=== design 1 ===
`src/rtl/mb_qbuf.sv`:
```
`default_nettype none
// ============================================================================
// Module   : mb_qbuf
// Purpose  : MBOX memory buffer. Holds a WORDS-deep block buffer that is
//            filled and drained in wrapped word order through valid/ready
//            handshakes, with NXM beats stored as zero. Also holds a channel
//            FIFO that can exchange halfwords on push and flags dropped
//            pushes.
// Ports    : clk, reset_n             - clock, synchronous active-low reset
//            start, start_wd, abort   - block transfer control
//            in_data/in_nxm/in_valid/in_ready     - block write handshake
//            out_data/out_par/out_valid/out_ready - block read handshake
//            busy, word_valid, nxm_err            - block transfer status
//            ch_wr/ch_din/ch_swap/ch_rd/ch_clear  - channel FIFO control
//            ch_dout/ch_full/ch_empty/ch_count/ch_ovf - channel FIFO status
// Revision : 1.0 - initial release
// ============================================================================
module mb_qbuf #(
    parameter int WIDTH    = 36,
    parameter int WORDS    = 4,
    parameter int CH_DEPTH = 128
) (
    input  logic                        clk,
    input  logic                        reset_n,
    input  logic                        start,
    input  logic [$clog2(WORDS)-1:0]    start_wd,
    input  logic                        abort,
    input  logic [WIDTH-1:0]            in_data,
    input  logic                        in_nxm,
    input  logic                        in_valid,
    output logic                        in_ready,
    output logic [WIDTH-1:0]            out_data,
    output logic                        out_par,
    output logic                        out_valid,
    input  logic                        out_ready,
    output logic                        busy,
    output logic [WORDS-1:0]            word_valid,
    output logic                        nxm_err,
    input  logic                        ch_wr,
    input  logic [WIDTH-1:0]            ch_din,
    input  logic                        ch_swap,
    input  logic                        ch_rd,
    input  logic                        ch_clear,
    output logic [WIDTH-1:0]            ch_dout,
    output logic                        ch_full,
    output logic                        ch_empty,
    output logic [$clog2(CH_DEPTH):0]   ch_count,
    output logic                        ch_ovf
);

    localparam int c_aw   = $clog2(WORDS);
    localparam int c_caw  = $clog2(CH_DEPTH);
    localparam int c_half = WIDTH / 2;

    localparam logic [c_aw:0]    c_words    = (c_aw+1)'(WORDS);
    localparam logic [c_aw:0]    c_last     = (c_aw+1)'(WORDS - 1);
    localparam logic [c_aw:0]    c_cnt_one  = (c_aw+1)'(1);
    localparam logic [c_aw-1:0]  c_ptr_one  = c_aw'(1);
    localparam logic [c_caw:0]   c_ch_depth = (c_caw+1)'(CH_DEPTH);
    localparam logic [c_caw:0]   c_ch_one   = (c_caw+1)'(1);
    localparam logic [c_caw-1:0] c_chp_one  = c_caw'(1);

    typedef enum logic [0:0] {
        ST_IDLE = 1'b0,
        ST_XFER = 1'b1
    } state_t;

    // ------------------------------------------------------------------------
    // Block buffer
    // ------------------------------------------------------------------------
    state_t              r_state;
    state_t              w_state_nxt;
    logic [WIDTH-1:0]    r_mem [WORDS];
    logic [c_aw-1:0]     r_wr_ptr;
    logic [c_aw-1:0]     r_rd_ptr;
    logic [c_aw:0]       r_loaded;
    logic [c_aw:0]       r_rdcnt;
    logic [WORDS-1:0]    r_word_valid;
    logic                r_nxm_err;

    logic                w_in_ready;
    logic                w_out_valid;
    logic                w_wr_acc;
    logic                w_rd_acc;
    logic                w_start_acc;
    logic                w_done;

    always_ff @(posedge clk) begin
        if (!reset_n) begin
            r_state <= ST_IDLE;
        end else begin
            r_state <= w_state_nxt;
        end
    end

    // Handshake decode depends only on registered state; abort suppresses
    // both accepts so an aborted cycle leaves pointers and slots untouched.
    always_comb begin
        w_state_nxt = r_state;
        w_start_acc = 1'b0;
        w_in_ready  = (r_state == ST_XFER) && (r_loaded < c_words);
        w_out_valid = (r_state == ST_XFER) && r_word_valid[r_rd_ptr];
        w_wr_acc    = in_valid && w_in_ready && !abort;
        w_rd_acc    = w_out_valid && out_ready && !abort;
        w_done      = w_rd_acc && (r_rdcnt == c_last);
        if (abort) begin
            w_state_nxt = ST_IDLE;
        end else begin
            case (r_state)
                ST_IDLE: begin
                    if (start) begin
                        w_state_nxt = ST_XFER;
                        w_start_acc = 1'b1;
                    end
                end
                ST_XFER: begin
                    if (w_done) begin
                        w_state_nxt = ST_IDLE;
                    end
                end
                default: w_state_nxt = ST_IDLE;
            endcase
        end
    end

    always_ff @(posedge clk) begin
        if (!reset_n) begin
            for (int i = 0; i < WORDS; i++) begin
                r_mem[i] <= '0;
            end
            r_wr_ptr     <= '0;
            r_rd_ptr     <= '0;
            r_loaded     <= '0;
            r_rdcnt      <= '0;
            r_word_valid <= '0;
            r_nxm_err    <= 1'b0;
        end else begin
            if (w_wr_acc) begin
                r_mem[r_wr_ptr]        <= in_nxm ? '0 : in_data;
                r_word_valid[r_wr_ptr] <= 1'b1;
                r_wr_ptr               <= r_wr_ptr + c_ptr_one;
                r_loaded               <= r_loaded + c_cnt_one;
                if (in_nxm) begin
                    r_nxm_err <= 1'b1;
                end
            end
            if (w_rd_acc) begin
                r_rd_ptr <= r_rd_ptr + c_ptr_one;
                r_rdcnt  <= r_rdcnt + c_cnt_one;
            end
            if (w_start_acc) begin
                r_wr_ptr     <= start_wd;
                r_rd_ptr     <= start_wd;
                r_loaded     <= '0;
                r_rdcnt      <= '0;
                r_word_valid <= '0;
                r_nxm_err    <= 1'b0;
            end
            // Slot data survives the end of a transfer; only the flags drop.
            if (abort || w_done) begin
                r_word_valid <= '0;
            end
        end
    end

    assign in_ready   = w_in_ready;
    assign out_valid  = w_out_valid;
    assign out_data   = w_out_valid ? r_mem[r_rd_ptr] : '0;
    assign out_par    = ^out_data;
    assign busy       = (r_state == ST_XFER);
    assign word_valid = r_word_valid;
    assign nxm_err    = r_nxm_err;

    // ------------------------------------------------------------------------
    // Channel FIFO
    // ------------------------------------------------------------------------
    logic [WIDTH-1:0]    r_ch_mem [CH_DEPTH];
    logic [c_caw-1:0]    r_ch_wr_ptr;
    logic [c_caw-1:0]    r_ch_rd_ptr;
    logic [c_caw:0]      r_ch_count;
    logic [WIDTH-1:0]    r_ch_dout;
    logic                r_ch_ovf;

    logic                w_ch_full;
    logic                w_ch_empty;
    logic                w_ch_push;
    logic                w_ch_pop;
    logic                w_ch_ovf_set;
    logic [WIDTH-1:0]    w_ch_wdata;

    assign w_ch_full    = (r_ch_count == c_ch_depth);
    assign w_ch_empty   = (r_ch_count == '0);
    assign w_ch_pop     = ch_rd && !w_ch_empty && !ch_clear;
    // When full, a same-cycle pop frees the slot, so the push still lands.
    assign w_ch_push    = ch_wr && (!w_ch_full || ch_rd) && !ch_clear;
    assign w_ch_ovf_set = ch_wr && w_ch_full && !ch_rd && !ch_clear;
    assign w_ch_wdata   = ch_swap ? {ch_din[c_half-1:0], ch_din[WIDTH-1:c_half]}
                                  : ch_din;

    // Storage array carries no reset so it can map onto RAM.
    always_ff @(posedge clk) begin
        if (w_ch_push) begin
            r_ch_mem[r_ch_wr_ptr] <= w_ch_wdata;
        end
    end

    always_ff @(posedge clk) begin
        if (!reset_n) begin
            r_ch_wr_ptr <= '0;
            r_ch_rd_ptr <= '0;
            r_ch_count  <= '0;
            r_ch_dout   <= '0;
            r_ch_ovf    <= 1'b0;
        end else if (ch_clear) begin
            r_ch_wr_ptr <= '0;
            r_ch_rd_ptr <= '0;
            r_ch_count  <= '0;
            r_ch_ovf    <= 1'b0;
        end else begin
            if (w_ch_push) begin
                r_ch_wr_ptr <= r_ch_wr_ptr + c_chp_one;
            end
            if (w_ch_pop) begin
                r_ch_rd_ptr <= r_ch_rd_ptr + c_chp_one;
                r_ch_dout   <= r_ch_mem[r_ch_rd_ptr];
            end
            case ({w_ch_push, w_ch_pop})
                2'b10:   r_ch_count <= r_ch_count + c_ch_one;
                2'b01:   r_ch_count <= r_ch_count - c_ch_one;
                default: r_ch_count <= r_ch_count;
            endcase
            if (w_ch_ovf_set) begin
                r_ch_ovf <= 1'b1;
            end
        end
    end

    assign ch_dout  = r_ch_dout;
    assign ch_full  = w_ch_full;
    assign ch_empty = w_ch_empty;
    assign ch_count = r_ch_count;
    assign ch_ovf   = r_ch_ovf;

endmodule
`default_nettype wire

```
`config.mk`:
```
export PLATFORM = sky130hd
export DESIGN_NAME = mb_qbuf
export DESIGN_NICKNAME = d
export VERILOG_FILES = /design/src/rtl/mb_qbuf.sv
export SDC_FILE = /design/constraint.sdc
export NUM_CORES = 2
export LEC_CHECK = 0
export CAP_MARGIN = 40
export CORE_MARGIN = 2
export CORE_UTILIZATION = 35
export CTS_BUF_LIST = sky130_fd_sc_hd__clkbuf_16
export DETAILED_ROUTE_END_ITERATION = 8
export GPL_ROUTABILITY_DRIVEN = 0
export PLACE_DENSITY_LB_ADDON = 0.1
export SLEW_MARGIN = 20
export SYNTH_ARGS = -nofsm -noshare
export SYNTH_HDL_FRONTEND = slang
export SYNTH_MEMORY_MAX_BITS = 65536
export SYNTH_SLANG_ARGS = --single-unit
```
`constraint.sdc`:
```
create_clock -name clk -period 5 [get_ports clk]
set_input_delay 1 -clock clk [delete_from_list [all_inputs] [get_ports clk]]
set_output_delay 1 -clock clk [all_outputs]
set_load 0.005 [all_outputs]
```
=== design 2 ===
### config.mk
export PLATFORM = sky130hd
export DESIGN_NAME = dlfloat_round_pipe
export DESIGN_NICKNAME = d
export VERILOG_FILES = /design/src/rtl/dlfloat_round_pipe.sv
export SDC_FILE = /design/constraint.sdc
export NUM_CORES = 1
export LEC_CHECK = 0
export CAP_MARGIN = 20
export CELL_PAD_IN_SITES_DETAIL_PLACEMENT = 1
export CELL_PAD_IN_SITES_GLOBAL_PLACEMENT = 1
export CORE_ASPECT_RATIO = 1.1
export CORE_UTILIZATION = 32
export CTS_CLUSTER_SIZE = 40
export DETAILED_ROUTE_END_ITERATION = 8
export GPL_TIMING_DRIVEN = 0
export PLACE_DENSITY = 0.74
export SYNTH_ARGS = -nofsm -noshare
export SYNTH_HDL_FRONTEND = slang
export SYNTH_SLANG_ARGS = --single-unit
### constraint.sdc
create_clock -name clk -period 1.7 [get_ports clk]
set_input_delay 0.34 -clock clk [delete_from_list [all_inputs] [get_ports clk]]
set_output_delay 0.34 -clock clk [all_outputs]
set_load 0.01 [all_outputs]
### src/rtl/dlfloat_round_pipe.sv
// Two-stage rounding pipeline for DLfloat results: S1 decodes guard/round/sticky
// and decides the increment, S2 applies it and detects overflow.
module dlfloat_round_pipe #(
    parameter int EXP_W = 6,
    parameter int MAN_W = 9,
    parameter int XTR_W = 4
) (
    input  logic                           clk,
    input  logic                           rst,
    input  logic                           in_valid,
    output logic                           in_ready,
    input  logic [EXP_W+MAN_W+XTR_W:0]     in_data,
    input  logic [2:0]                     in_rm,
    output logic                           out_valid,
    input  logic                           out_ready,
    output logic [EXP_W+MAN_W:0]           out_data,
    output logic [2:0]                     out_flags,
    output logic [2:0]                     acc_flags,
    input  logic                           clr_flags
);

    // Returns {bad_rm, inc}; reserved modes fall back to round-to-nearest-even.
    function automatic logic [1:0] round_decide(
        input logic [2:0] rm,
        input logic       sign,
        input logic       g,
        input logic       r,
        input logic       s,
        input logic       l
    );
        logic nx;
        nx = g | r | s;
        case (rm)
            3'b000:  round_decide = {1'b0, g & (r | s | l)};
            3'b001:  round_decide = {1'b0, 1'b0};
            3'b010:  round_decide = {1'b0, ~sign & nx};
            3'b011:  round_decide = {1'b0, sign & nx};
            3'b100:  round_decide = {1'b0, g};
            default: round_decide = {1'b1, g & (r | s | l)};
        endcase
    endfunction

    logic                  in_sign_s;
    logic [EXP_W-1:0]      in_exp_s;
    logic [MAN_W-1:0]      in_mant_s;
    logic [XTR_W-1:0]      in_xtr_s;
    logic                  in_special_s;
    logic [1:0]            dec_s;
    logic                  inc_s;
    logic                  inexact_s;

    logic                  s1_valid_r;
    logic                  s1_sign_r;
    logic [EXP_W-1:0]      s1_exp_r;
    logic [MAN_W-1:0]      s1_mant_r;
    logic                  s1_inc_r;
    logic                  s1_inexact_r;
    logic                  s1_bad_rm_r;
    logic                  s1_special_r;

    logic [MAN_W:0]        sum_s;
    logic [EXP_W-1:0]      res_exp_s;
    logic [MAN_W-1:0]      res_mant_s;
    logic                  ovf_s;
    logic [EXP_W+MAN_W:0]  res_data_s;

    logic                  s2_valid_r;
    logic [EXP_W+MAN_W:0]  out_data_r;
    logic [2:0]            out_flags_r;
    logic [2:0]            acc_flags_r;

    logic                  s2_adv_s;
    logic                  s1_adv_s;
    logic                  out_xfer_s;

    assign in_sign_s = in_data[EXP_W+MAN_W+XTR_W];
    assign in_exp_s  = in_data[EXP_W+MAN_W+XTR_W-1 -: EXP_W];
    assign in_mant_s = in_data[MAN_W+XTR_W-1 -: MAN_W];
    assign in_xtr_s  = in_data[XTR_W-1:0];

    assign s2_adv_s   = ~s2_valid_r | out_ready;
    assign s1_adv_s   = ~s1_valid_r | s2_adv_s;
    assign in_ready   = ~rst & s1_adv_s;
    assign out_xfer_s = s2_valid_r & out_ready;

    assign out_valid  = s2_valid_r;
    assign out_data   = out_data_r;
    assign out_flags  = out_flags_r;
    assign acc_flags  = acc_flags_r;

    // S1 decode: increment decision and inexact, suppressed for Inf/NaN encodings.
    always_comb begin
        in_special_s = (&in_exp_s) & (&in_mant_s);
        dec_s = round_decide(in_rm, in_sign_s, in_xtr_s[XTR_W-1], in_xtr_s[XTR_W-2],
                             |in_xtr_s[XTR_W-3:0], in_mant_s[0]);
        if (in_special_s) begin
            inc_s     = 1'b0;
            inexact_s = 1'b0;
        end else begin
            inc_s     = dec_s[0];
            inexact_s = |in_xtr_s;
        end
    end

    assign sum_s = {1'b0, s1_mant_r} + {{MAN_W{1'b0}}, s1_inc_r};

    // S2 apply: mantissa carry bumps the exponent; landing on all-ones saturates as overflow.
    always_comb begin
        if (sum_s[MAN_W]) begin
            res_mant_s = {MAN_W{1'b0}};
            res_exp_s  = s1_exp_r + {{(EXP_W-1){1'b0}}, 1'b1};
        end else begin
            res_mant_s = sum_s[MAN_W-1:0];
            res_exp_s  = s1_exp_r;
        end
        ovf_s = ~s1_special_r & (&res_exp_s) & (&res_mant_s);
        if (ovf_s) begin
            res_data_s = {s1_sign_r, {(EXP_W+MAN_W){1'b1}}};
        end else begin
            res_data_s = {s1_sign_r, res_exp_s, res_mant_s};
        end
    end

    // Pipeline registers with valid/ready advance; S2 output held while stalled.
    always_ff @(posedge clk) begin
        if (rst) begin
            s1_valid_r   <= 1'b0;
            s1_sign_r    <= 1'b0;
            s1_exp_r     <= {EXP_W{1'b0}};
            s1_mant_r    <= {MAN_W{1'b0}};
            s1_inc_r     <= 1'b0;
            s1_inexact_r <= 1'b0;
            s1_bad_rm_r  <= 1'b0;
            s1_special_r <= 1'b0;
            s2_valid_r   <= 1'b0;
            out_data_r   <= {(EXP_W+MAN_W+1){1'b0}};
            out_flags_r  <= 3'b000;
        end else begin
            if (s1_adv_s) begin
                s1_valid_r <= in_valid;
                if (in_valid) begin
                    s1_sign_r    <= in_sign_s;
                    s1_exp_r     <= in_exp_s;
                    s1_mant_r    <= in_mant_s;
                    s1_inc_r     <= inc_s;
                    s1_inexact_r <= inexact_s;
                    s1_bad_rm_r  <= dec_s[1];
                    s1_special_r <= in_special_s;
                end
            end
            if (s2_adv_s) begin
                s2_valid_r <= s1_valid_r;
                if (s1_valid_r) begin
                    out_data_r  <= res_data_s;
                    out_flags_r <= {s1_bad_rm_r, ovf_s, s1_inexact_r};
                end
            end
        end
    end

    // Sticky flags; a clear coinciding with a transfer keeps that word's flags.
    always_ff @(posedge clk) begin
        if (rst) begin
            acc_flags_r <= 3'b000;
        end else if (out_xfer_s) begin
            acc_flags_r <= clr_flags ? out_flags_r : (acc_flags_r | out_flags_r);
        end else if (clr_flags) begin
            acc_flags_r <= 3'b000;
        end else begin
            acc_flags_r <= acc_flags_r;
        end
    end

endmodule

=== design 3 ===
`src/rtl/bus_rr_arbiter.sv`:
```
// Round-robin bus arbiter with registered grant, one-cycle bus turnaround and
// optional forced release (BUS_RR_ARBITER_TIMEOUT_EN) after HOLD_MAX cycles.
module bus_rr_arbiter #(
    parameter int N        = 4,
    parameter int W        = 8,
    parameter int HOLD_MAX = 15
) (
    input  logic           clk,
    input  logic           rst,
    input  logic [N-1:0]   req,
    input  logic [N-1:0]   rel,
    input  logic [N*W-1:0] wdat,
    output logic [N-1:0]   gnt,
    output logic [2:0]     owner,
    output logic           busy,
    output logic [W-1:0]   bus_dat,
    output logic           tmo
);

    typedef enum logic [1:0] {
        S_IDLE,
        S_GRANT,
        S_RECOVER
    } state_t;

    state_t         r_state;
    state_t         w_state_nxt;
    logic [2:0]     r_ptr;
    logic [2:0]     r_owner;
    logic [N-1:0]   r_gnt;
    logic [W-1:0]   r_bus_dat;
    logic           r_tmo;

    logic [2*N-1:0] w_req2;
    logic [N-1:0]   w_rot;
    logic           w_found;
    logic [3:0]     w_off;
    logic [3:0]     w_sum;
    logic [2:0]     w_sel;
    logic [2:0]     w_ptr_nxt;
    logic [W-1:0]   w_sel_dat;
    logic [W-1:0]   w_own_dat;
    logic           w_rel_own;
    logic           w_req_own;
    logic           w_normal;
    logic           w_timeout;

    // Rotate requests so bit 0 is the requester at ptr; first set bit wins.
    assign w_req2 = {req, req};
    assign w_rot  = N'(w_req2 >> r_ptr);

    always_comb begin
        w_found = 1'b0;
        w_off   = '0;
        for (int k = 0; k < N; k++) begin
            if (!w_found && w_rot[k]) begin
                w_found = 1'b1;
                w_off   = 4'(k);
            end
        end
    end

    assign w_sum     = {1'b0, r_ptr} + w_off;
    assign w_sel     = (w_sum >= 4'(N)) ? 3'(w_sum - 4'(N)) : w_sum[2:0];
    assign w_ptr_nxt = (w_sel == 3'(N-1)) ? 3'd0 : w_sel + 3'd1;

    always_comb begin
        w_sel_dat = '0;
        w_own_dat = '0;
        w_rel_own = 1'b0;
        w_req_own = 1'b0;
        for (int i = 0; i < N; i++) begin
            if (w_sel == 3'(i)) begin
                w_sel_dat = wdat[i*W +: W];
            end
            if (r_owner == 3'(i)) begin
                w_own_dat = wdat[i*W +: W];
                w_rel_own = rel[i];
                w_req_own = req[i];
            end
        end
    end

    assign w_normal = w_rel_own || !w_req_own;

`ifdef BUS_RR_ARBITER_TIMEOUT_EN
    logic [7:0] r_hold;

    assign w_timeout = (r_hold == 8'(HOLD_MAX));

    // Cleared outside GRANT so every grant starts counting from zero.
    always_ff @(posedge clk) begin
        if (rst) begin
            r_hold <= '0;
        end else if (r_state != S_GRANT) begin
            r_hold <= '0;
        end else if (!w_timeout) begin
            r_hold <= r_hold + 8'd1;
        end
    end
`else
    logic w_unused_hold;

    assign w_timeout     = 1'b0;
    assign w_unused_hold = (HOLD_MAX > 0);
`endif

    always_comb begin
        w_state_nxt = r_state;
        unique case (r_state)
            S_IDLE: begin
                if (w_found) begin
                    w_state_nxt = S_GRANT;
                end
            end
            S_GRANT: begin
                if (w_normal || w_timeout) begin
                    w_state_nxt = S_RECOVER;
                end
            end
            S_RECOVER: begin
                w_state_nxt = S_IDLE;
            end
            default: begin
                w_state_nxt = S_IDLE;
            end
        endcase
    end

    always_ff @(posedge clk) begin
        if (rst) begin
            r_state   <= S_IDLE;
            r_ptr     <= '0;
            r_owner   <= '0;
            r_gnt     <= '0;
            r_bus_dat <= '0;
            r_tmo     <= 1'b0;
        end else begin
            r_state <= w_state_nxt;
            r_tmo   <= 1'b0;
            unique case (r_state)
                S_IDLE: begin
                    if (w_found) begin
                        r_owner   <= w_sel;
                        r_gnt     <= N'(1) << w_sel;
                        r_ptr     <= w_ptr_nxt;
                        r_bus_dat <= w_sel_dat;
                    end
                end
                S_GRANT: begin
                    if (w_normal || w_timeout) begin
                        r_owner   <= '0;
                        r_gnt     <= '0;
                        r_bus_dat <= '0;
                        r_tmo     <= !w_normal;
                    end else begin
                        r_bus_dat <= w_own_dat;
                    end
                end
                default: begin
                    r_owner   <= '0;
                    r_gnt     <= '0;
                    r_bus_dat <= '0;
                end
            endcase
        end
    end

    assign gnt     = r_gnt;
    assign owner   = r_owner;
    assign busy    = (r_state != S_IDLE);
    assign bus_dat = r_bus_dat;
    assign tmo     = r_tmo;

endmodule

```
`config.mk`:
```
export PLATFORM = sky130hd
export DESIGN_NAME = bus_rr_arbiter
export DESIGN_NICKNAME = d
export VERILOG_FILES = /design/src/rtl/bus_rr_arbiter.sv
export SDC_FILE = /design/constraint.sdc
export NUM_CORES = 1
export LEC_CHECK = 0
export ABC_AREA = 1
export CAP_MARGIN = 30
export CORE_ASPECT_RATIO = 1.75
export CORE_MARGIN = 2
export CORE_UTILIZATION = 40
export DETAILED_ROUTE_END_ITERATION = 16
export GPL_TIMING_DRIVEN = 0
export PLACE_DENSITY_LB_ADDON = 0.1
export SLEW_MARGIN = 20
export SYNTH_ARGS = -nofsm -noshare
export SYNTH_HDL_FRONTEND = slang
export SYNTH_SLANG_ARGS = --single-unit
```
`constraint.sdc`:
```
create_clock -name clk -period 7.89 [get_ports clk]
set_input_delay 0.789 -clock clk [delete_from_list [all_inputs] [get_ports clk]]
set_output_delay 0.789 -clock clk [all_outputs]
set_load 0.01 [all_outputs]
```
=== design 4 ===
--- config.mk ---
export PLATFORM = sky130hd
export DESIGN_NAME = parity_window_counter_flat
export DESIGN_NICKNAME = d
export VERILOG_FILES = /design/src/rtl/parity_window_counter_pkg.sv /design/src/rtl/parity_window_counter_if.sv /design/src/rtl/parity_window_counter_parity_reduce.sv /design/src/rtl/parity_window_counter.sv /design/src/flat_wrapper.sv
export SDC_FILE = /design/constraint.sdc
export NUM_CORES = 1
export LEC_CHECK = 0
export ABC_AREA = 1
export CAP_MARGIN = 20
export CORE_MARGIN = 2
export CORE_UTILIZATION = 45
export DETAILED_ROUTE_END_ITERATION = 10
export PLACE_DENSITY = 0.71
export RECOVER_POWER = 100
export SETUP_SLACK_MARGIN = 0.05
export SYNTH_ARGS = -nofsm -noshare
export SYNTH_HDL_FRONTEND = slang
export SYNTH_SLANG_ARGS = --single-unit
--- constraint.sdc ---
create_clock -name clk -period 1.65 [get_ports clk]
set_input_delay 0.2475 -clock clk [delete_from_list [all_inputs] [get_ports clk]]
set_output_delay 0.2475 -clock clk [all_outputs]
set_load 0.03 [all_outputs]
--- src/rtl/parity_window_counter_pkg.sv ---
// Shared types and default widths for the parity window counter and its helpers.
`timescale 1ns/1ps
package parity_window_counter_pkg;

  localparam int DEF_DATA_W = 4;
  localparam int DEF_WIN_W  = 8;
  localparam int DEF_CNT_W  = 8;

  typedef enum logic [1:0] {
    ST_IDLE  = 2'd0,
    ST_COUNT = 2'd1,
    ST_DONE  = 2'd2
  } pwc_state_e;

endpackage

--- src/rtl/parity_window_counter_if.sv ---
// Sample/control/result bundle between the upstream shifter stage and the parity window counter.
`timescale 1ns/1ps
interface parity_window_counter_if
  import parity_window_counter_pkg::*;
#(
  parameter int DATA_W = DEF_DATA_W,
  parameter int WIN_W  = DEF_WIN_W,
  parameter int CNT_W  = DEF_CNT_W
);
  logic [DATA_W-1:0] data_in;
  logic              in_valid;
  logic              start;
  logic [WIN_W-1:0]  win_len;
  logic              busy;
  logic              done;
  logic [CNT_W-1:0]  odd_cnt;
  logic [CNT_W-1:0]  even_cnt;
  logic              acc_parity;
  logic              last_parity;

  modport master (
    output data_in, in_valid, start, win_len,
    input  busy, done, odd_cnt, even_cnt, acc_parity, last_parity
  );

  modport slave (
    input  data_in, in_valid, start, win_len,
    output busy, done, odd_cnt, even_cnt, acc_parity, last_parity
  );
endinterface

--- src/rtl/parity_window_counter_parity_reduce.sv ---
// Combinational XOR reduction of a data word; 1 means odd parity.
`timescale 1ns/1ps
module parity_reduce
  import parity_window_counter_pkg::*;
#(
  parameter int W = DEF_DATA_W
) (
  input  logic [W-1:0] data_i,
  output logic         parity_o
);
  assign parity_o = ^data_i;
endmodule

--- src/rtl/parity_window_counter.sv ---
// Counts odd/even parity samples over a programmable window and pulses done when it closes.
//   state    | meaning
//   ST_IDLE  | waiting for start; results frozen from the last window
//   ST_COUNT | accepting valid samples until remaining reaches zero
//   ST_DONE  | single-cycle done pulse, then back to idle
`timescale 1ns/1ps
module parity_window_counter
  import parity_window_counter_pkg::*;
#(
  parameter int DATA_W = DEF_DATA_W,
  parameter int WIN_W  = DEF_WIN_W,
  parameter int CNT_W  = DEF_CNT_W
) (
  input logic                     clk,
  input logic                     rst_n,
  parity_window_counter_if.slave  bus
);

  pwc_state_e        state_q, state_d;
  logic [WIN_W-1:0]  remaining_q, remaining_d;
  logic [CNT_W-1:0]  odd_q, odd_d;
  logic [CNT_W-1:0]  even_q, even_d;
  logic              acc_q, acc_d;
  logic              last_q, last_d;
  logic              parity;

  parity_reduce #(.W(DATA_W)) u_parity (
    .data_i   (bus.data_in),
    .parity_o (parity)
  );

  always_ff @(posedge clk or negedge rst_n) begin
    if (!rst_n) begin
      state_q     <= ST_IDLE;
      remaining_q <= '0;
      odd_q       <= '0;
      even_q      <= '0;
      acc_q       <= 1'b0;
      last_q      <= 1'b0;
    end else begin
      state_q     <= state_d;
      remaining_q <= remaining_d;
      odd_q       <= odd_d;
      even_q      <= even_d;
      acc_q       <= acc_d;
      last_q      <= last_d;
    end
  end

  always_comb begin
    state_d     = state_q;
    remaining_d = remaining_q;
    odd_d       = odd_q;
    even_d      = even_q;
    acc_d       = acc_q;
    last_d      = last_q;
    case (state_q)
      ST_IDLE: begin
        if (bus.start) begin
          odd_d  = '0;
          even_d = '0;
          acc_d  = 1'b0;
          last_d = 1'b0;
          // A zero-length window still produces a done pulse so the consumer never stalls.
          if (bus.win_len == '0) begin
            state_d = ST_DONE;
          end else begin
            remaining_d = bus.win_len;
            state_d     = ST_COUNT;
          end
        end
      end
      ST_COUNT: begin
        if (bus.in_valid) begin
          if (parity) odd_d  = odd_q + CNT_W'(1);
          else        even_d = even_q + CNT_W'(1);
          acc_d       = acc_q ^ parity;
          last_d      = parity;
          remaining_d = remaining_q - WIN_W'(1);
          if (remaining_q == WIN_W'(1)) state_d = ST_DONE;
        end
      end
      ST_DONE: state_d = ST_IDLE;
      default: state_d = ST_IDLE;
    endcase
  end

  assign bus.busy        = (state_q == ST_COUNT);
  assign bus.done        = (state_q == ST_DONE);
  assign bus.odd_cnt     = odd_q;
  assign bus.even_cnt    = even_q;
  assign bus.acc_parity  = acc_q;
  assign bus.last_parity = last_q;

endmodule

--- src/flat_wrapper.sv ---
// flat-port wrapper written by rule: the top's interface ports become plain ports
module parity_window_counter_flat import parity_window_counter_pkg::*;
#(
  parameter int DATA_W = DEF_DATA_W,
  parameter int WIN_W  = DEF_WIN_W,
  parameter int CNT_W  = DEF_CNT_W
)
  (clk, rst_n, bus_data_in, bus_in_valid, bus_start, bus_win_len, bus_busy, bus_done, bus_odd_cnt, bus_even_cnt, bus_acc_parity, bus_last_parity);
  parity_window_counter_if #(.DATA_W(DATA_W), .WIN_W(WIN_W), .CNT_W(CNT_W)) bus_i ();
  input logic clk;
  input logic rst_n;
  input wire logic [$bits(bus_i.data_in)-1:0] bus_data_in;
  input wire logic [$bits(bus_i.in_valid)-1:0] bus_in_valid;
  input wire logic [$bits(bus_i.start)-1:0] bus_start;
  input wire logic [$bits(bus_i.win_len)-1:0] bus_win_len;
  output wire logic [$bits(bus_i.busy)-1:0] bus_busy;
  output wire logic [$bits(bus_i.done)-1:0] bus_done;
  output wire logic [$bits(bus_i.odd_cnt)-1:0] bus_odd_cnt;
  output wire logic [$bits(bus_i.even_cnt)-1:0] bus_even_cnt;
  output wire logic [$bits(bus_i.acc_parity)-1:0] bus_acc_parity;
  output wire logic [$bits(bus_i.last_parity)-1:0] bus_last_parity;
  assign bus_i.data_in = bus_data_in;
  assign bus_i.in_valid = bus_in_valid;
  assign bus_i.start = bus_start;
  assign bus_i.win_len = bus_win_len;
  assign bus_busy = bus_i.busy;
  assign bus_done = bus_i.done;
  assign bus_odd_cnt = bus_i.odd_cnt;
  assign bus_even_cnt = bus_i.even_cnt;
  assign bus_acc_parity = bus_i.acc_parity;
  assign bus_last_parity = bus_i.last_parity;
  parity_window_counter #(.DATA_W(DATA_W), .WIN_W(WIN_W), .CNT_W(CNT_W)) u_core (.clk(clk), .rst_n(rst_n), .bus(bus_i));
endmodule
==> design_2/m2.png <==
(4 px per µm)
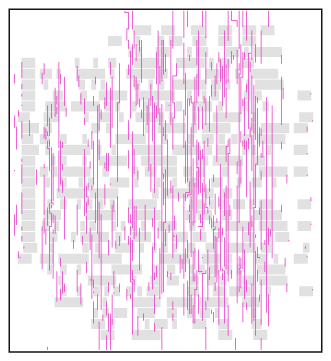
nets with wire on the layer: 291
wire length on this layer: 2690 µm

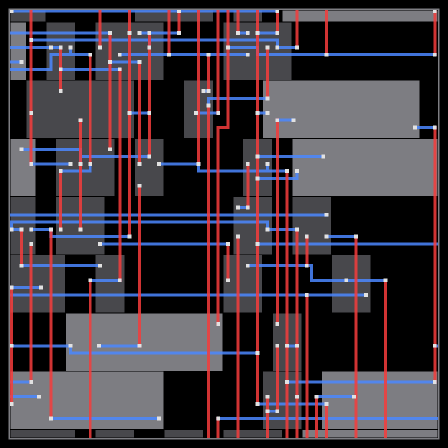
(design_2/closeup.png)
Window x 48 to 68, y 54 to 74 µm. Cells in grey, sequential cells in the stronger grey; small squares are vias.
| layer | colour |
|---|---|
| M2 | red |
| M1 | blue |
most frequent: dfxtp_1 (5), nor2_1 (3)
sequential cells in the window: 5
cells with their middle in the window: 23
netlist names of flops here include: out_data (3)

==> out/results.ini, design 2 <==
[finish]
areaGrowthSynthToFinish_pct = 39.7
nClkBuffers = 7
seqCellArea_um2 = 893

[final_timing]
fin_ws_ns = -0.0664
fin_skew_ns = 0.00572
maxSlewHeadroom_pct = 59.4
setup_viol_count_final = 1

[clock_tree]
cts_hold_buf = 0
numCtsBuffers = 5
clock_sinks = 44

[setup_path]
cp-endpoint = out_flags[1]$_SDFFE_PP0P_
reg2reg_from = s1_mant_r[0]$_SDFFE_PP0P_
worstReg2RegEnd = out_flags[1]$_SDFFE_PP0P_
path_max_fanout = 4
ff2ff_path_depth = 7
worstPathArrival_ns = 1.98

[route]
initialDrtViolationCount = 80

[worst_hold_path]
hold_start = in_data[4]
hp-class = input pin to flop

[outcome]
status = finished with violations
violations = negative setup slack

[synthesis]
ys_types = 43
aoi_share_pct = 16.7

[pwr]
p_clk_share_pct = 32.0

[grt]
grtUsageMet2_pct = 31.4

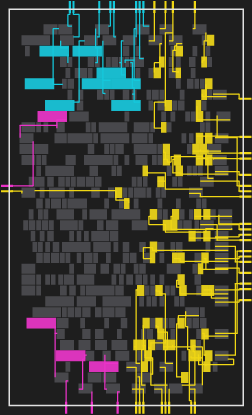
(design_3/port_trees.png)
(4 px per µm)
| port | colour | direction | edge | end cells | buffers | wire |
|---|---|---|---|---|---|---|
| gnt | magenta | output | 3 south, 1 west | 4 | 4 | 80.8 µm |
| wdat | yellow | input | 19 east, 8 south, 4 north, 1 west | 64 | 32 | 822 µm |
| bus_dat | cyan | output | north | 8 | 8 | 164 µm |

==> out/results.ini, design 3 <==
[outcome]
status = finished clean

[setup_path]
worstReg2RegEnd = bus_dat[5]$_SDFFE_PP0P_
cp-endpoint = bus_dat[5]$_SDFFE_PP0P_
start_kind = input pin

[grt]
antenna_found_initial = 0
met1_usage_pct = 26.8
grt.total_usage_pct = 23.2
grt_pass1_vias = 2231

[clock_tree]
ctsResizeCount = 0
htreeDepth = 1

[finish]
drive_above_1_share_pct = 11.1
ff_count = 21
logic_area_um2 = 1380
comb_area_share_pct = 50.3

[pwr]
internal-power_mw = 0.474

[route]
drt_first_pass_iters = 4
vias = 2412
top_layer_used = met4

[flow_run]
cap_violations = 0

[synthesis]
ys_sh_simple_pct = 48.9
ys_types = 32

[floorplanning]
tap_cells = 54
rows = 34

[worst_hold_path]
whs_path_depth = 1

[placement]
place_congestion = 0.939

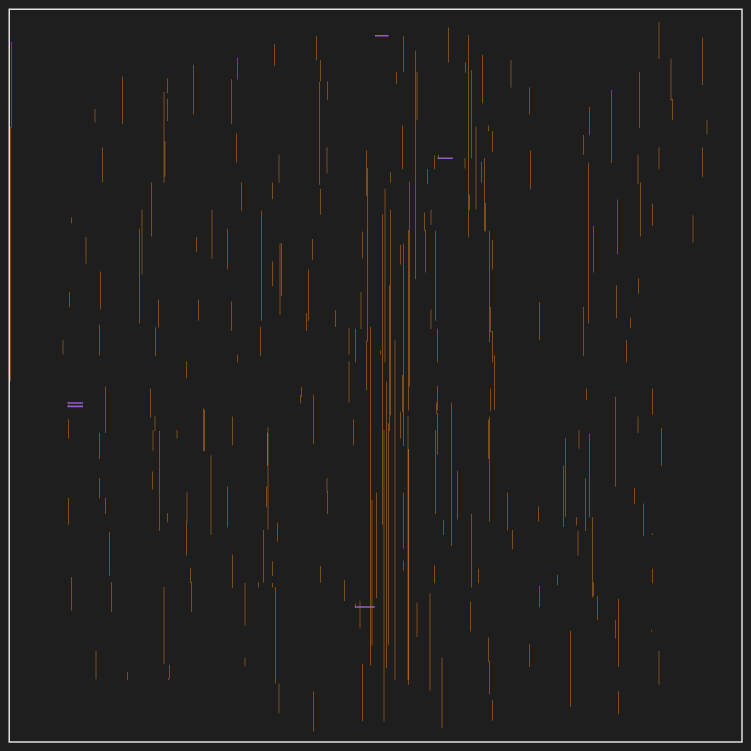
(design_1/layers.png)
(1 px per µm) Only two layers are drawn.
| layer | colour | wire length |
|---|---|---|
| M5 | purple | 71.8 µm |
| M4 | orange | 12500 µm |

==> out/results.ini, design 1 <==
[synthesis]
aoi_share_pct = 0.489
top_cells_by_count = edfxtp_1 (4752), mux4_2 (1521), nor2_1 (284)
ys_sh_adder_pct = 0.119
mux_area_share_pct = 19.0
fp_nets = 7739

[final_timing]
worst_slew_pin_slew_ns = 0.906
fin_ws_ns = 0.266
maxSlewHeadroom_pct = 39.6
max_freq_ghz = 0.211

[pwr]
p_clk_share_pct = 44.5
switchingPower_mw = 17.8
internal-power_mw = 67.4
seqPwrFrac_pct = 52.7
pwr-share-comb_pct = 2.8

[finish]
non_clock_buffer_area_share_pct = 3.69
fin_util_pct = 41.3
final_cell_area_um2 = 218000
comb_area_share_pct = 18.4
regMostFlops = r_ch_mem

[setup_path]
ff2ff_path_depth = 10
cp-end-kind = output port
cp_top_family = XOR/XNOR gates
cp-endpoint = out_par

[outcome]
status = finished clean

[clock_tree]
clock_sinks = 4829

[worst_hold_path]
hold_start = reset_n

[grt]
grt_max_degree = 129

[route]
wl_met2_um = 259000

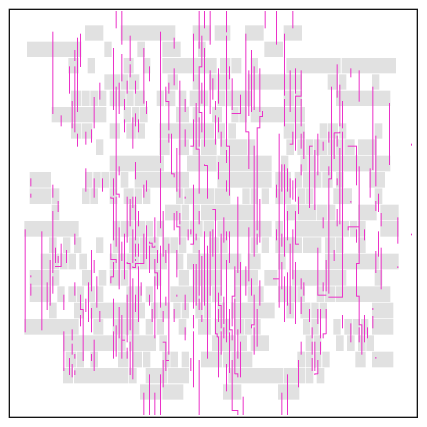
(design_4/m2.png)
(6 px per µm)
nets with wire on the layer: 235
share of all routed wire: 48%
wire length on this layer: 1830 µm
main direction: vertical

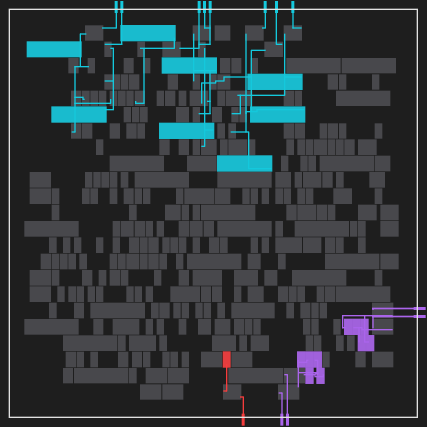
(design_4/port_trees.png)
(6 px per µm)
| port | colour | direction | edge | end cells | buffers | wire |
|---|---|---|---|---|---|---|
| bus_done | red | output | south | 1 | 1 | 8.20 µm |
| bus_data_in | purple | input | 2 south, 2 east | 10 | 4 | 69.3 µm |
| bus_even_cnt | cyan | output | north | 8 | 8 | 236 µm |

==> out/results.ini, design 4 <==
[synthesis]
mux_area_share_pct = 0
synthArstFlopShare_pct = 100
ys_sh_adder_pct = 2.74
edf_count = 0

[setup_path]
worstPathRequired_ns = 1.40

[finish]
logic_gate_count = 205
clock_cell_area_share_pct = 2.46
layout.cells.non_filler = 358
areaGrowthSynthToFinish_pct = 22.2

[grt]
grt.busiest_layer = met2

[placement]
place_congestion = 0.830

[floorplanning]
tap_cells = 50

[route]
vias = 1709
antenna_left = 0

[pwr]
comb-power_mw = 2.21

[final_timing]
setup_tns_ns = 0

[outcome]
status = finished clean


=== design 5 ===
==> design_5/port_trees.png <==
(3 px per µm)
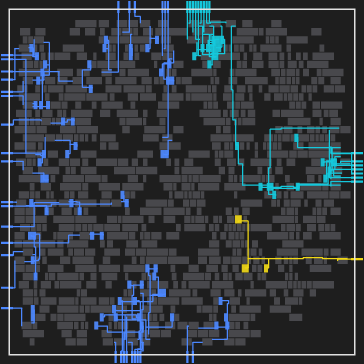

--- src/rtl/redun_mont_pkg.sv ---
// Shared types for the redundant-form Montgomery squaring core and its sequencer.
package redun_mont_pkg;

  localparam int unsigned T_LEN   = 16;
  localparam int unsigned REDUN_W = 32;

  typedef logic [REDUN_W-1:0] redun0_t;

  typedef enum logic [2:0] {
    StIdle,
    StSeed,
    StRun,
    StDone,
    StFlush
  } seq_state_t;

  localparam int unsigned SEQ_TIMEOUT = 64;
  localparam int unsigned SEQ_WDOG_W  = $clog2(SEQ_TIMEOUT + 1);

endpackage

--- src/rtl/redun_seq_wdog.sv ---
// No-progress watchdog: counts enabled cycles since the last clear and flags
// the cycle on which the TIMEOUT-th enabled cycle occurs.
module redun_seq_wdog #(
  parameter int unsigned TIMEOUT = 64,
  parameter int unsigned W       = $clog2(TIMEOUT + 1)
) (
  input  logic clk,
  input  logic rst,
  input  logic clr,
  input  logic en,
  output logic timeout
);

  logic [W-1:0] cnt_q;

  assign timeout = en && (cnt_q == W'(TIMEOUT - 1));

  always_ff @(posedge clk) begin
    if (rst || clr) begin
      cnt_q <= '0;
    end else if (en && !timeout) begin
      cnt_q <= cnt_q + W'(1);
    end
  end

endmodule

--- src/rtl/redun_mont_seq.sv ---
// Seeds the free-running squaring core, counts its results and flushes it afterwards.
// Defining REDUN_SEQ_CHKPT_EN adds periodic checkpoint outputs (o_chk, o_chk_val).
module redun_mont_seq
  import redun_mont_pkg::*;
#(
  parameter int unsigned FLUSH_CYC = 4,
  parameter int unsigned TIMEOUT   = SEQ_TIMEOUT
`ifdef REDUN_SEQ_CHKPT_EN
  ,
  parameter int unsigned CHK_LOG   = 10
`endif
) (
  input  logic             i_clk,
  input  logic             i_rst,
  input  logic             i_start,
  input  redun0_t          i_sq,
  input  logic [T_LEN-1:0] i_t,
  input  logic             i_abort,
  output logic             o_busy,
  output logic             o_done,
  output logic             o_err,
  output redun0_t          o_res,
  output logic [T_LEN-1:0] o_iter,
  output redun0_t          o_core_sq,
  output logic             o_core_val,
  output logic             o_core_rst,
  input  redun0_t          i_core_mul,
  input  logic             i_core_val
`ifdef REDUN_SEQ_CHKPT_EN
  ,
  output redun0_t          o_chk,
  output logic             o_chk_val
`endif
);

  localparam int unsigned FlushW = $clog2(FLUSH_CYC + 1);
  localparam int unsigned WdogW  = $clog2(TIMEOUT + 1);
  localparam logic [FlushW-1:0] FlushInit = FlushW'(FLUSH_CYC - 1);

  seq_state_t       state_q;
  logic [FlushW-1:0] flush_cnt_q;
  logic [T_LEN-1:0] t_q, iter_q, iter_inc;
  logic             busy_q, done_q, err_q, seeded_q;
  logic             core_val_q, core_rst_q;
  redun0_t          res_q, core_sq_q;
  logic             wdog_clr, wdog_en, wdog_to;
`ifdef REDUN_SEQ_CHKPT_EN
  redun0_t          chk_q;
  logic             chk_val_q;
`endif

  assign iter_inc = iter_q + T_LEN'(1);
  assign wdog_en  = (state_q == StRun) && !i_core_val;
  assign wdog_clr = (state_q != StRun) || i_core_val;

  redun_seq_wdog #(
    .TIMEOUT(TIMEOUT),
    .W      (WdogW)
  ) u_wdog (
    .clk    (i_clk),
    .rst    (i_rst),
    .clr    (wdog_clr),
    .en     (wdog_en),
    .timeout(wdog_to)
  );

  always_ff @(posedge i_clk) begin
    if (i_rst) begin
      // Reset lands in FLUSH so the core sees FLUSH_CYC reset cycles after release.
      state_q     <= StFlush;
      flush_cnt_q <= FlushInit;
      t_q         <= '0;
      iter_q      <= '0;
      busy_q      <= 1'b0;
      done_q      <= 1'b0;
      err_q       <= 1'b0;
      seeded_q    <= 1'b0;
      res_q       <= '0;
      core_sq_q   <= '0;
      core_val_q  <= 1'b0;
      core_rst_q  <= 1'b1;
`ifdef REDUN_SEQ_CHKPT_EN
      chk_q       <= '0;
      chk_val_q   <= 1'b0;
`endif
    end else begin
      done_q <= 1'b0;
`ifdef REDUN_SEQ_CHKPT_EN
      chk_val_q <= 1'b0;
`endif
      unique case (state_q)
        StIdle: begin
          if (i_start) begin
            err_q  <= 1'b0;
            busy_q <= 1'b1;
            if (i_t == '0) begin
              res_q    <= i_sq;
              seeded_q <= 1'b0;
              done_q   <= 1'b1;
              state_q  <= StDone;
            end else begin
              t_q        <= i_t;
              iter_q     <= '0;
              seeded_q   <= 1'b1;
              core_sq_q  <= i_sq;
              core_val_q <= 1'b1;
              state_q    <= StSeed;
            end
          end
        end
        StSeed: begin
          core_val_q <= 1'b0;
          core_sq_q  <= '0;
          if (i_abort) begin
            state_q     <= StFlush;
            core_rst_q  <= 1'b1;
            flush_cnt_q <= FlushInit;
          end else begin
            state_q <= StRun;
          end
        end
        StRun: begin
          if (i_abort) begin
            state_q     <= StFlush;
            core_rst_q  <= 1'b1;
            flush_cnt_q <= FlushInit;
          end else if (i_core_val) begin
            iter_q <= iter_inc;
`ifdef REDUN_SEQ_CHKPT_EN
            if ((iter_inc[CHK_LOG-1:0] == '0) && (iter_inc != '0)) begin
              chk_q     <= i_core_mul;
              chk_val_q <= 1'b1;
            end
`endif
            if (iter_inc == t_q) begin
              res_q   <= i_core_mul;
              done_q  <= 1'b1;
              state_q <= StDone;
            end
          end else if (wdog_to) begin
            err_q       <= 1'b1;
            state_q     <= StFlush;
            core_rst_q  <= 1'b1;
            flush_cnt_q <= FlushInit;
          end
        end
        StDone: begin
          if (seeded_q) begin
            state_q     <= StFlush;
            core_rst_q  <= 1'b1;
            flush_cnt_q <= FlushInit;
          end else begin
            state_q <= StIdle;
            busy_q  <= 1'b0;
          end
        end
        StFlush: begin
          if (flush_cnt_q == '0) begin
            state_q    <= StIdle;
            core_rst_q <= 1'b0;
            busy_q     <= 1'b0;
          end else begin
            flush_cnt_q <= flush_cnt_q - FlushW'(1);
          end
        end
        default: begin
          state_q     <= StFlush;
          core_rst_q  <= 1'b1;
          flush_cnt_q <= FlushInit;
        end
      endcase
    end
  end

  assign o_busy     = busy_q;
  assign o_done     = done_q;
  assign o_err      = err_q;
  assign o_res      = res_q;
  assign o_iter     = iter_q;
  assign o_core_sq  = core_sq_q;
  assign o_core_val = core_val_q;
  assign o_core_rst = core_rst_q;
`ifdef REDUN_SEQ_CHKPT_EN
  assign o_chk      = chk_q;
  assign o_chk_val  = chk_val_q;
`endif

endmodule

--- config.mk ---
export PLATFORM = sky130hd
export DESIGN_NAME = redun_mont_seq
export DESIGN_NICKNAME = d
export VERILOG_FILES = /design/src/rtl/redun_mont_pkg.sv /design/src/rtl/redun_seq_wdog.sv /design/src/rtl/redun_mont_seq.sv
export SDC_FILE = /design/constraint.sdc
export NUM_CORES = 1
export LEC_CHECK = 0
export CORE_UTILIZATION = 45
export CTS_BUF_LIST = sky130_fd_sc_hd__clkbuf_2
export DETAILED_ROUTE_END_ITERATION = 7
export PLACE_DENSITY_LB_ADDON = 0.12
export RECOVER_POWER = 25
export SLEW_MARGIN = 0
export SYNTH_ARGS = -nofsm -noshare
export SYNTH_HDL_FRONTEND = slang
export SYNTH_SLANG_ARGS = --single-unit
--- constraint.sdc ---
create_clock -name i_clk -period 3.9 [get_ports i_clk]
set_input_delay 0.585 -clock i_clk [delete_from_list [all_inputs] [get_ports i_clk]]
set_output_delay 0.585 -clock i_clk [all_outputs]
set_load 0.005 [all_outputs]
=== design 6 ===
--- src/rtl/matrix_seq.sv ---
// Sequencer for the 1024x1024 matrix datapath: LOADs a row range from an input stream
// into the RAM bank array and DUMPs a row range back out through a 1-entry output register.
module matrix_seq #(
    parameter int NROW_W = 10,
    parameter int NCOL_W = 10,
    parameter int DW     = 32
) (
    input  logic              CLK,
    input  logic              RST,
    input  logic              load_start,
    input  logic              dump_start,
    input  logic [NROW_W-1:0] row_first,
    input  logic [NROW_W-1:0] row_last,
    output logic              busy,
    output logic              done,
    output logic              err,
    input  logic              s_valid,
    output logic              s_ready,
    input  logic [DW-1:0]     s_data,
    output logic              m_valid,
    input  logic              m_ready,
    output logic [DW-1:0]     m_data,
    output logic [15:0]       dp_ram_sel,
    output logic [15:0]       dp_a,
    output logic [DW-1:0]     dp_din,
    output logic [15:0]       dp_we,
    input  logic [DW-1:0]     dp_dout
);

    localparam int RAM_W = NROW_W - 6;

    typedef enum logic [1:0] {S_IDLE, S_LOAD, S_DUMP, S_DRAIN} state_t;

    state_t            r_state;
    logic [NROW_W-1:0] r_row;
    logic [NROW_W-1:0] r_row_last;
    logic [NCOL_W-1:0] r_col;
    logic              r_done;
    logic              r_err;
    logic              r_m_valid;
    logic [DW-1:0]     r_m_data;

    logic w_last;
    logic w_load_hs;
    logic w_dump_adv;
    logic w_adv;

    assign w_last     = (r_row == r_row_last) && (r_col == '1);
    assign w_load_hs  = (r_state == S_LOAD) && s_valid;
    assign w_dump_adv = (r_state == S_DUMP) && (!r_m_valid || m_ready);
    assign w_adv      = w_load_hs || w_dump_adv;

    always_ff @(posedge CLK) begin
        if (RST) begin
            r_state    <= S_IDLE;
            r_row      <= '0;
            r_row_last <= '0;
            r_col      <= '0;
            r_done     <= 1'b0;
            r_err      <= 1'b0;
            r_m_valid  <= 1'b0;
            r_m_data   <= '0;
        end else begin
            r_done <= 1'b0;
            r_err  <= 1'b0;
            if (w_adv) begin
                r_col <= r_col + 1'b1;
                if (r_col == '1)
                    r_row <= r_row + 1'b1;
            end
            case (r_state)
                S_IDLE: begin
                    if (load_start || dump_start) begin
                        r_row_last <= row_last;
                        r_row      <= row_first;
                        r_col      <= '0;
                        // An inverted range is reported without touching the datapath.
                        if (row_first > row_last) begin
                            r_done <= 1'b1;
                            r_err  <= 1'b1;
                        end else if (load_start) begin
                            r_state <= S_LOAD;
                        end else begin
                            r_state <= S_DUMP;
                        end
                    end
                end
                S_LOAD: begin
                    if (s_valid && w_last) begin
                        r_state <= S_IDLE;
                        r_done  <= 1'b1;
                    end
                end
                S_DUMP: begin
                    if (w_dump_adv) begin
                        r_m_data  <= dp_dout;
                        r_m_valid <= 1'b1;
                        if (w_last)
                            r_state <= S_DRAIN;
                    end
                end
                S_DRAIN: begin
                    if (m_ready) begin
                        r_m_valid <= 1'b0;
                        r_state   <= S_IDLE;
                        r_done    <= 1'b1;
                    end
                end
                default: r_state <= S_IDLE;
            endcase
        end
    end

    assign busy    = (r_state != S_IDLE);
    assign done    = r_done;
    assign err     = r_err;
    assign m_valid = r_m_valid;
    assign m_data  = r_m_data;

    // Gating with RST keeps a write from landing in the datapath during a reset cycle.
    assign s_ready = (r_state == S_LOAD) && !RST;
    assign dp_din  = s_ready ? s_data : '0;
    assign dp_a    = {r_row[5:0], r_col};

    generate
        for (genvar gi = 0; gi < (1 << RAM_W); gi++) begin : g_ram
            assign dp_ram_sel[gi] = (r_row[NROW_W-1:6] == RAM_W'(gi));
            assign dp_we[gi]      = s_ready && s_valid && dp_ram_sel[gi];
        end
    endgenerate

endmodule
--- config.mk ---
export PLATFORM = sky130hd
export DESIGN_NAME = matrix_seq
export DESIGN_NICKNAME = d
export VERILOG_FILES = /design/src/rtl/matrix_seq.sv
export SDC_FILE = /design/constraint.sdc
export NUM_CORES = 1
export LEC_CHECK = 0
export ABC_AREA = 1
export CORE_MARGIN = 5
export CORE_UTILIZATION = 36
export CTS_CLUSTER_SIZE = 16
export DETAILED_ROUTE_END_ITERATION = 8
export GPL_ROUTABILITY_DRIVEN = 0
export PLACE_DENSITY = 0.81
export REMOVE_ABC_BUFFERS = 1
export SLEW_MARGIN = 20
export SYNTH_ARGS = -nofsm -noshare
export SYNTH_HDL_FRONTEND = slang
export SYNTH_SLANG_ARGS = --single-unit
--- constraint.sdc ---
create_clock -name CLK -period 1.6 [get_ports CLK]
set_input_delay 0.16 -clock CLK [delete_from_list [all_inputs] [get_ports CLK]]
set_output_delay 0.16 -clock CLK [all_outputs]
set_load 0.02 [all_outputs]
==> design_5/clock_nets.png <==
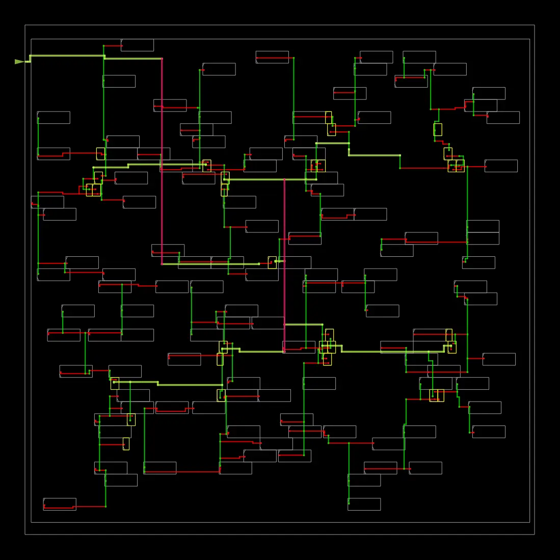
skew final: 0.0318 ns
Clock Sinks: 115
TritonCTS Buffers: 17

About design_5/port_trees.png:
| port | colour | direction | edge | end cells | buffers | wire |
|---|---|---|---|---|---|---|
| i_sq | blue | input | 16 west, 10 south, 6 north | 64 | 32 | 892 µm |
| i_start | yellow | input | east | 3 | 1 | 63.1 µm |
| i_t | cyan | input | 9 north, 7 east | 20 | 16 | 468 µm |

==> out/results.ini, design 5 <==
[synthesis]
synth.largest_area_cell = dfxtp_1
ys_sh_simple_pct = 28.1
ys_seq_share_pct = 40.3
top_cells_by_count = nand2_1 (143), dfxtp_1 (115), a21oi_1 (103)

[pwr]
switchingPower_mw = 0.634
p_leak_nw = 2.88
p_clk_mw = 0.560
power_mw = 2.18

[final_timing]
worst_slew_pin_slew_ns = 1.81
rsz0062_at_grt = no
maxSlewViolCount = 39
setup_viol_count_final = 0

[finish]
fill_cells = 1141
areaGrowthSynthToFinish_pct = 32.7
drive_above_1_share_pct = 8.80
layout.cells.non_filler = 1032

[route]
vias_per_cell = 5.33
wire_per_inst_um = 15.9

[setup_path]
worstPathRequired_ns = 4.43
cp_top_family = simple AND/OR/NAND/NOR gates
worstPathArrival_ns = 3.93

[flow_run]
cap_violations = 1

[placement]
portBuffers = 169

[worst_hold_path]
whs_path_depth = 1

[outcome]
status = finished with violations
violations = max-capacitance violations, max-slew violations

[floorplanning]
die_h_um = 115

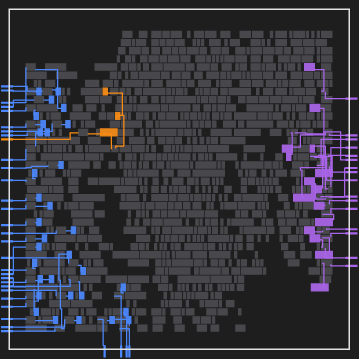
(design_6/port_trees.png)
(3 px per µm)
| port | colour | direction | edge | end cells | buffers | wire |
|---|---|---|---|---|---|---|
| dp_we | purple | output | east | 16 | 16 | 350 µm |
| dp_dout | blue | input | 28 west, 4 south | 32 | 32 | 472 µm |
| m_ready | orange | input | west | 3 | 2 | 68.0 µm |

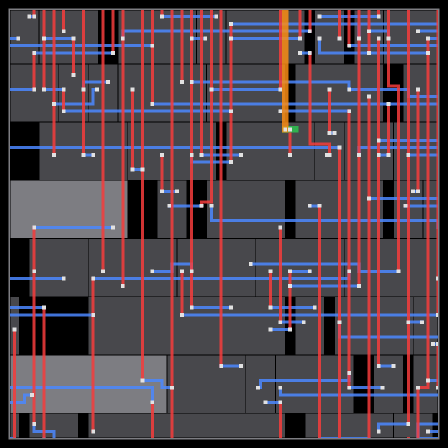
(design_6/closeup.png)
Window x 75 to 95, y 75 to 95 µm. Cells in grey, sequential cells in the stronger grey; small squares are vias.
| layer | colour |
|---|---|
| M2 | red |
| M3 | green |
| M1 | blue |
| M4 | orange |
netlist names of flops here include: r_col (2)
most frequent: inv_1 (10), clkdlybuf4s50_1 (9), buf_6 (5)
sequential cells in the window: 2
cells with their middle in the window: 40

==> out/results.ini, design 6 <==
[final_timing]
fin_ws_ns = -0.151
setup_viol_count_final = 60
setup_tns_ns = -5.08
maxSlewHeadroom_pct = 76.4

[outcome]
status = finished with violations
violations = negative setup slack

[synthesis]
synth_top_cell_by_count = nor2_1
ys_warn_count = 0
synthXorXnorAreaFrac_pct = 1.61

[finish]
areaGrowthSynthToFinish_pct = 93.5
comb_area_share_pct = 32.6

[pwr]
p_clk_share_pct = 17.0

[placement]
placed_cell_area_um2 = 6450

[route]
wl_met2_um = 7890

[flow_run]
warning_count = 27

[setup_path]
cpPeakStageDelay_ns = 0.33

[clock_tree]
ctsRootBufferMaster = clkbuf_8



## Gallery

Met2 routing.
Plate I
(3 px per µm)
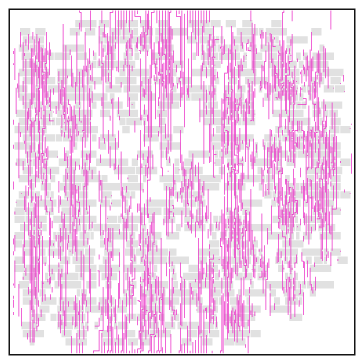
Plate II
(4 px per µm)
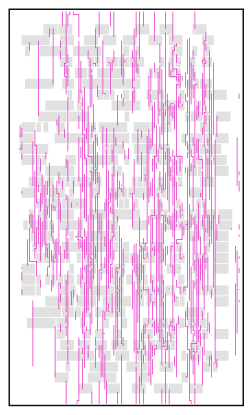
Plate III
(1 px per µm)
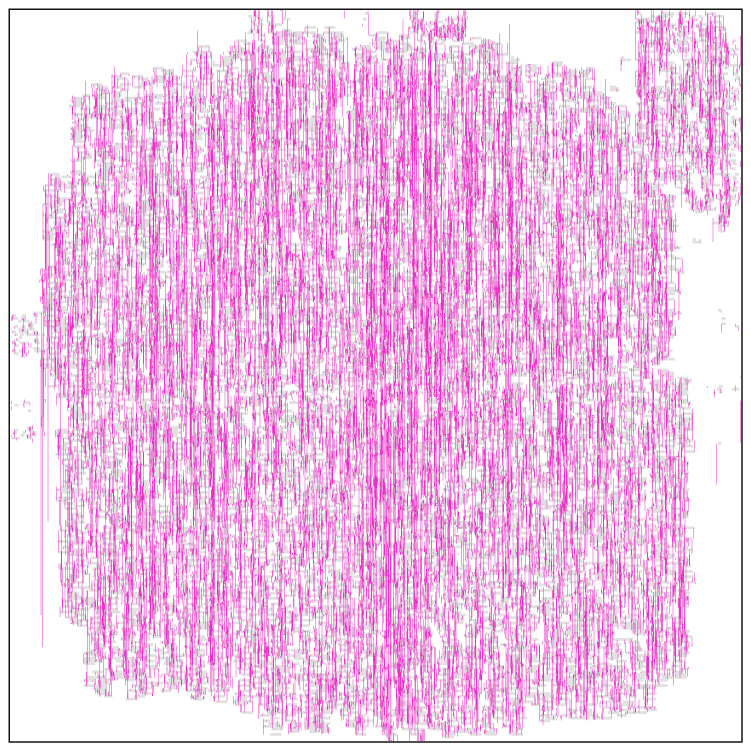
Plate IV
(3 px per µm)
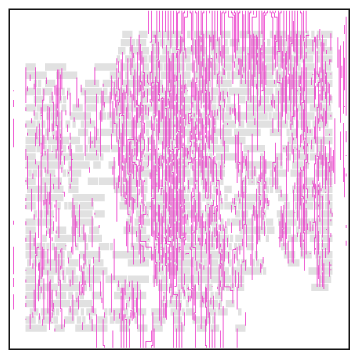
- Plate II = design 3
- Plate I = design 5
- Plate IV = design 6
- Plate III = design 1

Key to Plate I:
main direction: vertical
share of all routed wire: 49%
longest straight run: 42.5 µm
wire length on this layer: 7970 µm

Power and IR drop assume default switching activity.
